=== logic_sweep_ctrl ===
logic_sweep_ctrl/class_map.png
Scale: 3 px per um.
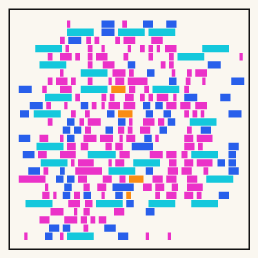

[config.mk]
export PLATFORM = sky130hd
export DESIGN_NAME = logic_sweep_ctrl
export DESIGN_NICKNAME = d
export VERILOG_FILES = /design/src/rtl/logic_sweep_pkg.sv /design/src/rtl/logic_sweep_ctrl_ref.sv /design/src/rtl/logic_sweep_ctrl.sv
export SDC_FILE = /design/constraint.sdc
export NUM_CORES = 1
export LEC_CHECK = 0
export CELL_PAD_IN_SITES_DETAIL_PLACEMENT = 1
export CELL_PAD_IN_SITES_GLOBAL_PLACEMENT = 2
export CORE_UTILIZATION = 30
export DETAILED_ROUTE_END_ITERATION = 8
export HOLD_SLACK_MARGIN = 0.05
export PLACE_DENSITY = 0.82
export SETUP_SLACK_MARGIN = 0.15
export SYNTH_ARGS = -nofsm -noshare
export SYNTH_HDL_FRONTEND = slang
export SYNTH_HIERARCHICAL = 1
export SYNTH_SLANG_ARGS = --single-unit
[constraint.sdc]
create_clock -name clk -period 1.73 [get_ports clk]
set_input_delay 0.346 -clock clk [delete_from_list [all_inputs] [get_ports clk]]
set_output_delay 0.346 -clock clk [all_outputs]
set_load 0.01 [all_outputs]
[src/rtl/logic_sweep_pkg.sv]
// Shared types and constants for the logic sweep controller.
// States, vector count and the expected response signature of a fault-free block.
package logic_sweep_pkg;

    typedef enum logic [1:0] {
        ST_IDLE,
        ST_DRIVE,
        ST_SAMPLE,
        ST_DONE
    } sweep_state_e;

    localparam int          NUM_VEC    = 8;
    localparam logic [15:0] GOLDEN_SIG = 16'hD882;

endpackage

[src/rtl/logic_sweep_ctrl_ref.sv]
// Golden combinational model of the logic block under sweep.
// The top instantiates it only when LOGIC_SWEEP_SELFCHECK_EN is defined.
module logic_ref_model (
    input  logic a_i,
    input  logic b_i,
    input  logic c_i,
    output logic x_o,
    output logic y_o
);

    assign x_o = ~c_i ^ (a_i | b_i);
    assign y_o = a_i & b_i;

endmodule

[src/rtl/logic_sweep_ctrl.sv]
// Exhaustive 3-input sweep of an external logic block, capturing {x,y} per vector.
// Optional self-check against logic_ref_model is enabled by LOGIC_SWEEP_SELFCHECK_EN.
module logic_sweep_ctrl
    import logic_sweep_pkg::*;
#(
    parameter int SETTLE_CYCLES = 1
) (
    input  logic        clk,
    input  logic        rst_n,
    input  logic        start,
    output logic        a,
    output logic        b,
    output logic        c,
    input  logic        x,
    input  logic        y,
    output logic        busy,
    output logic        done,
    output logic [15:0] result,
    output logic        pass,
    output logic [3:0]  mismatch_cnt
);

    localparam logic [3:0] SETTLE_LAST = 4'(SETTLE_CYCLES - 1);
    localparam logic [2:0] LAST_IDX    = 3'(NUM_VEC - 1);

    sweep_state_e state_q, state_d;
    logic [2:0]   idx_q, idx_d;
    logic [3:0]   settle_q, settle_d;
    logic [15:0]  result_q, result_d;
    logic         sweep_go;
    logic         vec_active;
    logic         last_vec;

    assign sweep_go   = (state_q == ST_IDLE) && start;
    assign vec_active = (state_q == ST_DRIVE) || (state_q == ST_SAMPLE);
    assign last_vec   = (idx_q == LAST_IDX);

    always_ff @(posedge clk or negedge rst_n) begin
        if (!rst_n) begin
            state_q  <= ST_IDLE;
            idx_q    <= '0;
            settle_q <= '0;
            result_q <= '0;
        end else begin
            state_q  <= state_d;
            idx_q    <= idx_d;
            settle_q <= settle_d;
            result_q <= result_d;
        end
    end

    always_comb begin
        state_d  = state_q;
        idx_d    = idx_q;
        settle_d = settle_q;
        result_d = result_q;
        case (state_q)
            ST_IDLE: begin
                if (sweep_go) begin
                    state_d  = ST_DRIVE;
                    idx_d    = '0;
                    settle_d = '0;
                    result_d = '0;
                end
            end
            ST_DRIVE: begin
                if (settle_q == SETTLE_LAST) begin
                    state_d  = ST_SAMPLE;
                    settle_d = '0;
                end else begin
                    settle_d = settle_q + 4'd1;
                end
            end
            ST_SAMPLE: begin
                // Vector idx owns result bits {2*idx+1, 2*idx} = {x, y}
                result_d[{idx_q, 1'b1}] = x;
                result_d[{idx_q, 1'b0}] = y;
                if (last_vec) begin
                    state_d = ST_DONE;
                end else begin
                    idx_d   = idx_q + 3'd1;
                    state_d = ST_DRIVE;
                end
            end
            ST_DONE: state_d = ST_IDLE;
            default: state_d = ST_IDLE;
        endcase
    end

    assign {a, b, c} = vec_active ? idx_q : 3'b000;
    assign busy      = vec_active;
    assign done      = (state_q == ST_DONE);
    assign result    = result_q;

`ifdef LOGIC_SWEEP_SELFCHECK_EN
    logic       x_exp, y_exp, miss;
    logic [3:0] mcnt_q, mcnt_d;
    logic       pass_q, pass_d;

    logic_ref_model u_ref (
        .a_i (a),
        .b_i (b),
        .c_i (c),
        .x_o (x_exp),
        .y_o (y_exp)
    );

    assign miss = (state_q == ST_SAMPLE) && ({x, y} != {x_exp, y_exp});

    always_ff @(posedge clk or negedge rst_n) begin
        if (!rst_n) begin
            mcnt_q <= '0;
            pass_q <= 1'b0;
        end else begin
            mcnt_q <= mcnt_d;
            pass_q <= pass_d;
        end
    end

    // The verdict is latched on the last SAMPLE so it is already valid during DONE
    always_comb begin
        mcnt_d = mcnt_q;
        pass_d = pass_q;
        if (sweep_go) begin
            mcnt_d = '0;
            pass_d = 1'b0;
        end else if (state_q == ST_SAMPLE) begin
            if (miss) mcnt_d = mcnt_q + 4'd1;
            if (last_vec) pass_d = (mcnt_d == 4'd0);
        end
    end

    assign mismatch_cnt = mcnt_q;
    assign pass         = pass_q;
`else
    assign mismatch_cnt = 4'd0;
    assign pass         = 1'b0;
`endif

endmodule
=== router_fsm ===
--- src/rtl/router_pkg.sv ---
// Shared types for the 1x3 router: packet-sequencer state encoding and port address constants.
package router_pkg;

    typedef enum logic [2:0] {
        DECODE_ADDRESS     = 3'd0,
        LOAD_FIRST_DATA    = 3'd1,
        LOAD_DATA          = 3'd2,
        FIFO_FULL_STATE    = 3'd3,
        LOAD_AFTER_FULL    = 3'd4,
        LOAD_PARITY        = 3'd5,
        CHECK_PARITY_ERROR = 3'd6,
        WAIT_TILL_EMPTY    = 3'd7
    } router_state_t;

    localparam logic [1:0] ADDR_P0      = 2'd0;
    localparam logic [1:0] ADDR_P1      = 2'd1;
    localparam logic [1:0] ADDR_P2      = 2'd2;
    localparam logic [1:0] ADDR_INVALID = 2'd3;

endpackage

--- src/rtl/router_fsm.sv ---
// Packet-sequencing controller for the 1x3 router (Moore FSM, outputs decoded from state).
// Optional ROUTER_FSM_DROP_CNT_EN adds a saturating count of soft-reset aborts taken mid-packet.
module router_fsm
    import router_pkg::*;
#(
    parameter int ADDR_W = 2
) (
    input  logic              clock,
    input  logic              resetn,
    input  logic              pkt_valid,
    input  logic [ADDR_W-1:0] data_in,
    input  logic              parity_done,
    input  logic              low_pkt_valid,
    input  logic              fifo_full,
    input  logic              fifo_empty_0,
    input  logic              fifo_empty_1,
    input  logic              fifo_empty_2,
    input  logic              soft_reset_0,
    input  logic              soft_reset_1,
    input  logic              soft_reset_2,
    output logic              detect_add,
    output logic              lfd_state,
    output logic              ld_state,
    output logic              laf_state,
    output logic              full_state,
    output logic              write_enb_reg,
    output logic              rst_int_reg,
    output logic              busy
`ifdef ROUTER_FSM_DROP_CNT_EN
    ,
    output logic [7:0]        drop_cnt
`endif
);

    router_state_t     state;
    router_state_t     next_state;
    logic [ADDR_W-1:0] addr;
    logic              addr_empty;
    logic              soft_abort;
    logic              data_empty;

    always_ff @(posedge clock) begin
        if (!resetn) begin
            state <= DECODE_ADDRESS;
            addr  <= '0;
        end else begin
            state <= next_state;
            if (state == DECODE_ADDRESS && pkt_valid)
                addr <= data_in;
        end
    end

    // Per-port selects: the latched address picks the relevant empty flag and soft reset.
    always_comb begin
        addr_empty = 1'b0;
        soft_abort = 1'b0;
        case (addr)
            ADDR_P0: begin addr_empty = fifo_empty_0; soft_abort = soft_reset_0; end
            ADDR_P1: begin addr_empty = fifo_empty_1; soft_abort = soft_reset_1; end
            ADDR_P2: begin addr_empty = fifo_empty_2; soft_abort = soft_reset_2; end
            default: begin addr_empty = 1'b0;         soft_abort = 1'b0;         end
        endcase
    end

    always_comb begin
        data_empty = 1'b0;
        case (data_in)
            ADDR_P0: data_empty = fifo_empty_0;
            ADDR_P1: data_empty = fifo_empty_1;
            ADDR_P2: data_empty = fifo_empty_2;
            default: data_empty = 1'b0;
        endcase
    end

    always_comb begin
        next_state = state;
        if (soft_abort) begin
            next_state = DECODE_ADDRESS;
        end else begin
            case (state)
                DECODE_ADDRESS: begin
                    if (pkt_valid && data_in != ADDR_INVALID)
                        next_state = data_empty ? LOAD_FIRST_DATA : WAIT_TILL_EMPTY;
                end
                LOAD_FIRST_DATA: next_state = LOAD_DATA;
                LOAD_DATA: begin
                    if (fifo_full)
                        next_state = FIFO_FULL_STATE;
                    else if (!pkt_valid)
                        next_state = LOAD_PARITY;
                end
                FIFO_FULL_STATE: begin
                    if (!fifo_full)
                        next_state = LOAD_AFTER_FULL;
                end
                LOAD_AFTER_FULL: begin
                    if (parity_done)
                        next_state = DECODE_ADDRESS;
                    else if (low_pkt_valid)
                        next_state = LOAD_PARITY;
                    else
                        next_state = LOAD_DATA;
                end
                LOAD_PARITY: next_state = CHECK_PARITY_ERROR;
                CHECK_PARITY_ERROR: begin
                    next_state = fifo_full ? FIFO_FULL_STATE : DECODE_ADDRESS;
                end
                WAIT_TILL_EMPTY: begin
                    if (addr_empty)
                        next_state = LOAD_FIRST_DATA;
                end
                default: next_state = DECODE_ADDRESS;
            endcase
        end
    end

    assign detect_add    = (state == DECODE_ADDRESS);
    assign lfd_state     = (state == LOAD_FIRST_DATA);
    assign ld_state      = (state == LOAD_DATA);
    assign laf_state     = (state == LOAD_AFTER_FULL);
    assign full_state    = (state == FIFO_FULL_STATE);
    assign write_enb_reg = (state == LOAD_DATA) || (state == LOAD_PARITY) ||
                           (state == LOAD_AFTER_FULL);
    assign rst_int_reg   = (state == CHECK_PARITY_ERROR);
    assign busy          = !((state == DECODE_ADDRESS) || (state == LOAD_DATA));

`ifdef ROUTER_FSM_DROP_CNT_EN
    // Aborts while already decoding drop nothing, so they are not counted.
    always_ff @(posedge clock) begin
        if (!resetn)
            drop_cnt <= 8'd0;
        else if (soft_abort && state != DECODE_ADDRESS && drop_cnt != 8'hFF)
            drop_cnt <= drop_cnt + 8'd1;
    end
`endif

endmodule

--- config.mk ---
export PLATFORM = sky130hd
export DESIGN_NAME = router_fsm
export DESIGN_NICKNAME = d
export VERILOG_FILES = /design/src/rtl/router_pkg.sv /design/src/rtl/router_fsm.sv
export SDC_FILE = /design/constraint.sdc
export NUM_CORES = 1
export LEC_CHECK = 0
export CAP_MARGIN = 0
export CORE_AREA = 2 2 39 41
export CTS_BUF_LIST = sky130_fd_sc_hd__clkbuf_8
export DETAILED_ROUTE_END_ITERATION = 10
export DIE_AREA = 0 0 41 43
export MAX_ROUTING_LAYER = met4
export PLACE_DENSITY = 0.69
export RECOVER_POWER = 100
export SYNTH_ARGS = -nofsm -noshare
export SYNTH_HDL_FRONTEND = slang
export SYNTH_SLANG_ARGS = --single-unit
--- constraint.sdc ---
create_clock -name clock -period 1.75 [get_ports clock]
set_clock_uncertainty 0.2 [all_clocks]
set_input_delay 0.2625 -clock clock [delete_from_list [all_inputs] [get_ports clock]]
set_output_delay 0.2625 -clock clock [all_outputs]
set_load 0.02 [all_outputs]
=== fifo_wr_arbiter ===
===== src/rtl/fifo_wr_arbiter.sv =====
// fifo_wr_arbiter
//   Packet-granular round-robin arbiter that shares one FIFO write port
//   between N_REQ streaming requesters. It also sequences the FIFO reset:
//   fifo_rst is held for RST_CYCLES, then writes are held off for at least
//   GUARD_CYCLES and until fifo_wr_rst_busy clears. The whole block runs on
//   the FIFO write clock.
//
//   Optional feature macro: FIFO_ARB_PROG_FULL_THROTTLE_EN
//     defined   : IDLE issues no new grant while fifo_prog_full is high.
//     undefined : fifo_prog_full is ignored.
//
// Ports
//   clk, reset          write clock, async active-high reset
//   fifo_init           1-cycle request to re-run the FIFO reset sequence
//   req_data/valid/last per-requester stream (requester i at [i*DATA_WIDTH +: DATA_WIDTH])
//   req_ready           per-requester word accept
//   grant               registered one-hot grant, zero when idle
//   busy                high while the FIFO reset sequence runs
//   fifo_rst/din/wr_en  FIFO write-side controls
//   fifo_full, fifo_wr_rst_busy, fifo_prog_full  FIFO status
module fifo_wr_arbiter #(
    parameter int DATA_WIDTH   = 18,
    parameter int N_REQ        = 4,
    parameter int RST_CYCLES   = 4,
    parameter int GUARD_CYCLES = 8
) (
    input  logic                        clk,
    input  logic                        reset,
    input  logic                        fifo_init,
    input  logic [N_REQ*DATA_WIDTH-1:0] req_data,
    input  logic [N_REQ-1:0]            req_valid,
    input  logic [N_REQ-1:0]            req_last,
    output logic [N_REQ-1:0]            req_ready,
    output logic [N_REQ-1:0]            grant,
    output logic                        busy,
    output logic                        fifo_rst,
    output logic [DATA_WIDTH-1:0]       fifo_din,
    output logic                        fifo_wr_en,
    input  logic                        fifo_full,
    input  logic                        fifo_wr_rst_busy,
    input  logic                        fifo_prog_full
);

    localparam int PTR_W   = (N_REQ > 1) ? $clog2(N_REQ) : 1;
    localparam int CNT_MAX = (RST_CYCLES > GUARD_CYCLES) ? RST_CYCLES : GUARD_CYCLES;
    localparam int CNT_W   = $clog2(CNT_MAX + 1);

    typedef enum logic [1:0] {RST_ASSERT, RST_WAIT, IDLE, XFER} state_t;

    state_t               r_state, w_state_nxt;
    logic [CNT_W-1:0]     r_cnt, w_cnt_nxt;
    logic [N_REQ-1:0]     r_grant, w_grant_nxt;
    logic [PTR_W-1:0]     r_ptr, w_ptr_nxt;
    logic                 r_init_pend, w_init_pend_nxt;

    logic                 w_found;
    logic [N_REQ-1:0]     w_sel_oh;
    logic [PTR_W-1:0]     w_gidx;
    logic [DATA_WIDTH-1:0] w_din;
    logic [N_REQ-1:0]     w_accept;
    logic                 w_pkt_end;
    logic                 w_start_ok;

`ifdef FIFO_ARB_PROG_FULL_THROTTLE_EN
    assign w_start_ok = ~fifo_prog_full;
`else
    logic w_unused_prog_full;
    assign w_unused_prog_full = fifo_prog_full;
    assign w_start_ok = 1'b1;
`endif

    // Round-robin pick: first pass covers requesters at or above the pointer,
    // second pass wraps to the ones below it. Constant indices keep it simple.
    always_comb begin
        w_found  = 1'b0;
        w_sel_oh = '0;
        for (int i = 0; i < N_REQ; i++) begin
            if (!w_found && req_valid[i] && (PTR_W'(i) >= r_ptr)) begin
                w_found     = 1'b1;
                w_sel_oh[i] = 1'b1;
            end
        end
        for (int i = 0; i < N_REQ; i++) begin
            if (!w_found && req_valid[i]) begin
                w_found     = 1'b1;
                w_sel_oh[i] = 1'b1;
            end
        end
    end

    // Granted index and AND-OR data mux; grant is one-hot or zero.
    always_comb begin
        w_gidx = '0;
        w_din  = '0;
        for (int i = 0; i < N_REQ; i++) begin
            if (r_grant[i]) begin
                w_gidx = PTR_W'(i);
                w_din  = w_din | req_data[i*DATA_WIDTH +: DATA_WIDTH];
            end
        end
    end

    // Ready uses the current-cycle full flag, so no write lands while full.
    assign req_ready  = (r_state == XFER && !fifo_full && !fifo_wr_rst_busy) ? r_grant : '0;
    assign w_accept   = req_valid & req_ready;
    assign w_pkt_end  = |(w_accept & req_last);
    assign fifo_wr_en = |w_accept;
    assign fifo_din   = w_din;
    assign grant      = r_grant;

    always_ff @(posedge clk or posedge reset) begin
        if (reset) begin
            r_state     <= RST_ASSERT;
            r_cnt       <= '0;
            r_grant     <= '0;
            r_ptr       <= '0;
            r_init_pend <= 1'b0;
        end else begin
            r_state     <= w_state_nxt;
            r_cnt       <= w_cnt_nxt;
            r_grant     <= w_grant_nxt;
            r_ptr       <= w_ptr_nxt;
            r_init_pend <= w_init_pend_nxt;
        end
    end

    always_comb begin
        w_state_nxt     = r_state;
        w_cnt_nxt       = r_cnt;
        w_grant_nxt     = r_grant;
        w_ptr_nxt       = r_ptr;
        w_init_pend_nxt = r_init_pend;
        fifo_rst        = 1'b0;
        busy            = 1'b0;
        case (r_state)
            RST_ASSERT: begin
                fifo_rst = 1'b1;
                busy     = 1'b1;
                if (r_cnt == CNT_W'(RST_CYCLES - 1)) begin
                    w_state_nxt = RST_WAIT;
                    w_cnt_nxt   = '0;
                end else begin
                    w_cnt_nxt = r_cnt + 1'b1;
                end
            end
            RST_WAIT: begin
                busy = 1'b1;
                // Counter saturates once the guard time has elapsed; then only
                // wr_rst_busy keeps us here.
                if (r_cnt == CNT_W'(GUARD_CYCLES - 1)) begin
                    if (!fifo_wr_rst_busy) begin
                        w_state_nxt = IDLE;
                        w_cnt_nxt   = '0;
                    end
                end else begin
                    w_cnt_nxt = r_cnt + 1'b1;
                end
            end
            IDLE: begin
                if (fifo_init || r_init_pend) begin
                    w_init_pend_nxt = 1'b0;
                    w_cnt_nxt       = '0;
                    w_state_nxt     = RST_ASSERT;
                end else if (w_found && w_start_ok) begin
                    w_grant_nxt = w_sel_oh;
                    w_state_nxt = XFER;
                end
            end
            XFER: begin
                // A re-init request waits for the open packet to finish.
                if (fifo_init) w_init_pend_nxt = 1'b1;
                if (w_pkt_end) begin
                    w_grant_nxt = '0;
                    w_ptr_nxt   = (w_gidx == PTR_W'(N_REQ - 1)) ? '0 : w_gidx + 1'b1;
                    w_state_nxt = IDLE;
                end
            end
            default: w_state_nxt = RST_ASSERT;
        endcase
    end

endmodule


===== config.mk =====
export PLATFORM = sky130hd
export DESIGN_NAME = fifo_wr_arbiter
export DESIGN_NICKNAME = d
export VERILOG_FILES = /design/src/rtl/fifo_wr_arbiter.sv
export SDC_FILE = /design/constraint.sdc
export NUM_CORES = 1
export LEC_CHECK = 0
export CORE_MARGIN = 3
export CORE_UTILIZATION = 29
export CTS_CLUSTER_DIAMETER = 80
export CTS_CLUSTER_SIZE = 25
export DETAILED_ROUTE_END_ITERATION = 16
export MAX_ROUTING_LAYER = met4
export PLACE_DENSITY_LB_ADDON = 0.05
export SYNTH_ARGS = -nofsm -noshare
export SYNTH_HDL_FRONTEND = slang
export SYNTH_SLANG_ARGS = --single-unit

===== constraint.sdc =====
create_clock -name clk -period 2.1 [get_ports clk]
set_clock_uncertainty 0.2 [all_clocks]
set_input_delay 0.42 -clock clk [delete_from_list [all_inputs] [get_ports clk]]
set_output_delay 0.42 -clock clk [all_outputs]
set_load 0.01 [all_outputs]

fifo_wr_arbiter/class_map.png
Scale: 4 px per um.
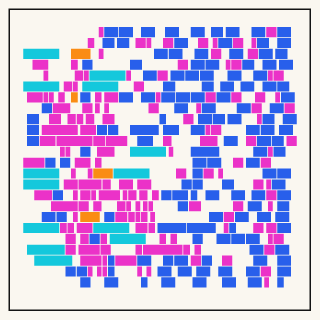
[clock drivers and dummy loads] orange | cells: 4 | share of their area: 1.6%
[remaining buffers and delay cells] blue | cells: 143 | share of their area: 48%
[remaining logic cells] magenta | cells: 151 | share of their area: 38%
[registers] cyan | cells: 13 | share of their area: 12%
Design Area, Final: 2870 um2
Placement Rows: 24

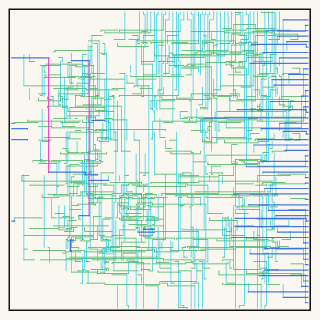
fifo_wr_arbiter/layers.png
Scale: 4 px per um.
[M3] blue | wire length: 514 um
[M1] green | wire length: 2500 um
[M4] magenta | wire length: 67.3 um
[M2] cyan | wire length: 2800 um

==> deck_impl_summary.md, fifo_wr_arbiter <==
Key Metrics from the Run

Synth
  • Synth mux share: 2.45%

Setup path
  • Setup slack on the worst flop-to-flop path: -0.03 ns
  • Endpoint class of the critical path: output port
  • Number of logic stages on the critical path including buffering: 5

Pwr
  • Seq group: around 0.00046 W

Outcome
  • Status: finished, violations left
  • Violations in the final reports: setup timing

Route
  • Met2 WL: roughly 2800 um
  • DRC errors left: 0
  • Met1 routed wirelength after detailed routing: roughly 2500 um

STA
  • Tmin final: between 2 and 2.5 ns
  • Worst path setup slack after routing: -0.0642 ns
  • Final setup violation count: 6

Placed design
  • Placement-stage cell area: 2720 um2

Layout
  • Most frequent logic cell in the layout: sky130_fd_sc_hd__clkdlybuf4s50_1
  • Final-layout clock buffer total: 3

CTS
  • Clock slew at the register clock pins of the worst setup and hold paths: approximately 0.06 ns
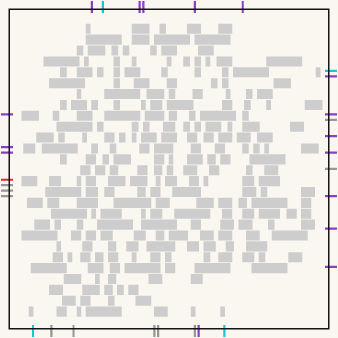
logic_sweep_ctrl/pinout.png
Scale: 4 px per um. Pins as bars across the die edge, other pins in grey.
[result] purple | pins: 16 | direction: output | edge: 7 right, 5 top, 3 left, 1 bottom
[mismatch_cnt] cyan | pins: 4 | direction: output | edge: 2 bottom, 1 top, 1 right
[b] red | pins: 1 | direction: output | edge: left
all pins by edge: 10 right, 8 bottom, 7 left, 6 top
Die Span X: 79.5 um
Vert. Die Dim: 79.5 um
count of buffers from port buffering: 25

Notes on logic_sweep_ctrl/class_map.png above:
[remaining buffers and delay cells] blue | cells: 58 | share of their area: 23%
[registers] cyan | cells: 25 | share of their area: 27%
[remaining logic cells] magenta | cells: 153 | share of their area: 48%
[clock drivers and dummy loads] orange | cells: 4 | share of their area: 2.0%
Design Area, Final: 2440 um2
sequential fraction of total cell area: 25.7%
placeable core area: 5640 um2

==> deck_impl_summary.md, logic_sweep_ctrl <==
Key Metrics from the Run

CTS
  • Number of CTS-inserted buffers: 3
  • Clock latency of the later-clocked register in the worst-skew pair: 0.28 ns
  • Clock tree from TritonCTS: done
  • Buffer type at the clock tree root: sky130_fd_sc_hd__clkbuf_8
  • Count of clock tree sinks: 25

Layout
  • Number of flip-flops and latches: 25
  • Mi-comb count: 148
  • Most used cells in the layout excluding fill and tap cells: sky130_fd_sc_hd__buf_4, sky130_fd_sc_hd__nand3_1, sky130_fd_sc_hd__dfrtp_1, sky130_fd_sc_hd__nand2_1, sky130_fd_sc_hd__o21ai_0
  • Number of inverters outside the clock class in the layout: 5
  • Flop area: between 600 and 700 um2
  • Final-layout clock-cell area share: between 1.5 and 2%
  • FILL cells: 651
  • Number of diodes added for antenna fixing: 0

Setup path
  • Worst r2r src: state_q[1]
  • Critical path launch point: state_q[0]
  • Kind of launch point of the worst setup path: flop
  • Capture point of the worst reg-to-reg path: result[4]
  • CP max stage delay: just over 0.4 ns
  • R2R depth: 6
  • Number of logic stages on the critical path including buffering: 4
  • Data required time at the worst endpoint: 1.38 ns
  • Setup slack on the worst flop-to-flop path: 0.18 ns

Pwr
  • Total leakage power: roughly 1.2 nW
  • Seq group: about 0.001 W
  • Sequential share of power: roughly 25%
  • Switching share of power: a little over two fifths
  • Int Pwr: 0.00237 W
  • Peak supply drop: just over 0.7 mV

Synth
  • Aoi/oai-family share of the synthesized area: between 10% and 20%
  • Predominant post-synthesis flop cell: sky130_fd_sc_hd__dfrtp_1
  • Cell area after synthesis: 1800 um2
  • Total of flip-flops plus latches after synthesis: 25
  • Cell count listed in synth_stat.txt: 194
  • Top cells by area: sky130_fd_sc_hd__dfrtp_1, sky130_fd_sc_hd__mux2_2, sky130_fd_sc_hd__nand3_1
  • EDFF count, synth: 0
  • Synth mux share: a little under an eighth
  • Post-synth ARST share: 100%

STA
  • Crit share post-route: approximately 94%
  • Final Max Tran Viols: 0
  • Setup Skew: between 0.009 and 0.01 ns
  • Worst Hold Margin: 0.434 ns
  • Final tally of hold violations: 0
  • Highest clock frequency the design can meet: a little over 600 MHz

Run
  • Number of max-cap violations: 0

Route
  • Detailed router's first-iteration violation count: 64
  • Top routing layer used: met4
  • Number of nets still failing antenna checks after routing: 0
  • Ratio of routed vias to standard cells: ~5
  • Met2 WL: approximately 2400 um

Global routing
  • Met1 Resource Use GR: 23.4%
  • Residual overflow from global routing: 0
  • Total routing resource utilization after global routing: around 17%
  • Antenna violations before repair: 0
  • Vias in the first global route: 1624
  • Largest net degree at the start of global routing: 26

Die
  • Chip footprint: around 6300 um2
  • Boundary Pins: 31
  • Tap cell count: slightly above 70
  • Init Core Util: approximately a third

Placed design
  • Placed insts: around 300
  • Placement-stage cell area: around 2200 um2

Outcome
  • Status: completed
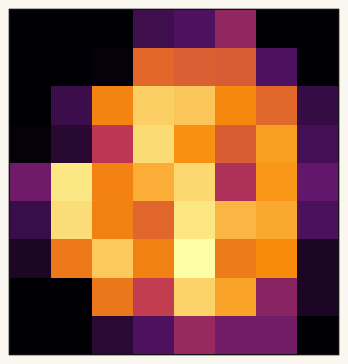
router_fsm/util_map.png
Scale: 8 px per um. 8 x 9 tiles, from black (low) to pale yellow (high), 0 to 100% covered.
fullest tile: 100%
tiles over 75% full: 24%
nearly empty tiles: 22%
emptiest ninth of the die: upper left
mean over tiles: 43%
densest ninth of the die: centre

==> deck_impl_summary.md, router_fsm <==
Key Metrics from the Run

Outcome
  • Status: completed

Run
  • Number of warnings the tools reported: 26

Synth
  • Predominant post-synthesis flop cell: sky130_fd_sc_hd__dfxtp_1
  • Most common cell in the netlist: sky130_fd_sc_hd__a21oi_1
  • Portion of the post-synthesis area used by sequential elements: between 20% and 30%
  • Cell area after synthesis: 449 um2
  • Synth mux share: roughly 6.7%
  • Mapped Avg Cell Area: roughly 7.7 um2
  • Synth cell types: 27
  • Post-synthesis share of cell area spent on and, or, nand and nor gates: about a third
  • Summed standard-cell area reported by yosys: about 450 um2

CTS
  • Clock tree from TritonCTS: done
  • Clock latency of the later-clocked register in the worst-skew pair: ~0.22 ns
  • Resized Gates After CTS: 10
  • Longest Clk Path Bufs: 2
  • Clock slew at the register clock pins of the worst setup and hold paths: 0.04 ns

Setup path
  • Number of logic stages on the critical path including buffering: 2
  • R2R depth: 6
  • Largest driver fanout on the critical path: 5
  • Critical path launch point: state[0]
  • Crit-path leading delay family: flip-flops
  • Endpoint class of the critical path: output port
  • CP max stage delay: 0.34 ns
  • Capture point of the worst reg-to-reg path: state[2]
  • Crit path to: busy

Layout
  • Final-layout clock buffer total: 3
  • Sequential fraction of total cell area: between 10% and 20%
  • Number of standard cells in the layout, taps in and fillers out: between 100 and 150

Pwr
  • Relative contribution of combinational cells to total power: between 40 and 50%
  • Net Switching: 0.000219 W
  • Power attributed to the clock group: between 0.0002 and 0.00025 W

Die
  • Init Core Util: 32.5%
  • Vert. Die Dim: around 43 um
  • Chip footprint: approximately 1800 um2
  • Placeable core area: 1380 um2
  • Tap cell count: 16

Placed design
  • Global placer's final weighted congestion: between 0.8 and 0.9

Route
  • Routed wire length on met3: 61 um
  • Number of nets still failing antenna checks after routing: 0

STA
  • Tmin final: between 1.5 and 2 ns
  • Max-Slew Margin vs Limit: 84.2%

Global routing
  • First-pass GRT wire length: between 2000 and 2500 um
  • Residual overflow from global routing: 0
  • Most Crowded Layer GR: met2


==> gallery <==
Clock routing.
panel A
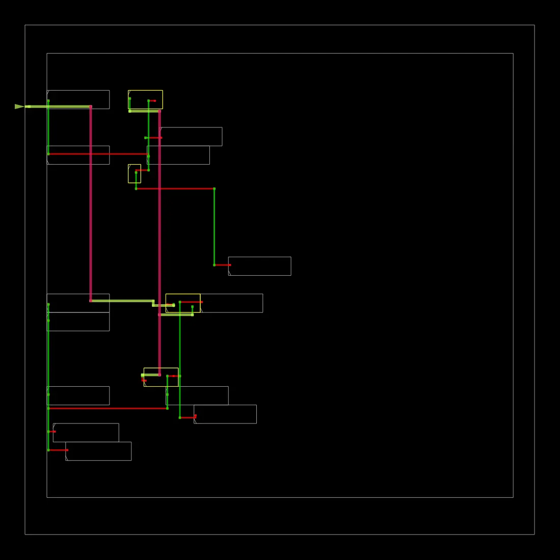
panel B
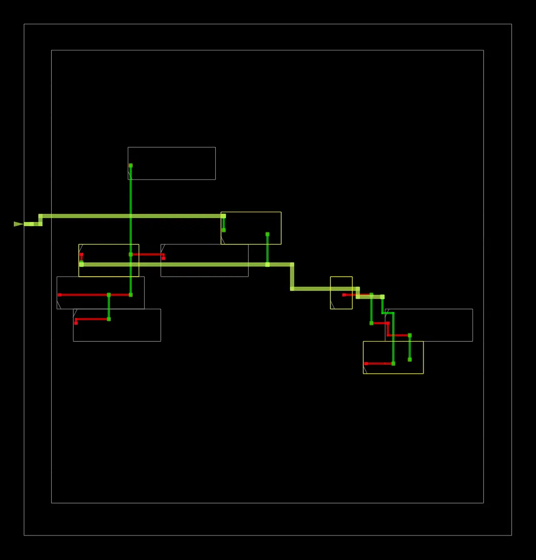
panel C
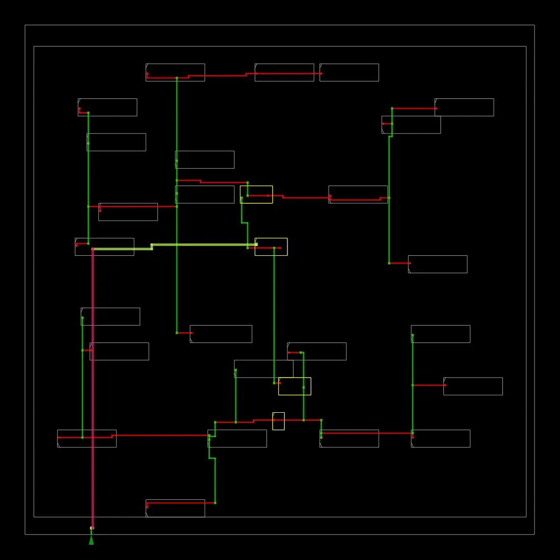
The one with the most sequential cells is panel C.
panel A -> fifo_wr_arbiter
panel C -> logic_sweep_ctrl
panel B -> router_fsm

No activity file was given, so power comes from the tool's default toggle rates.
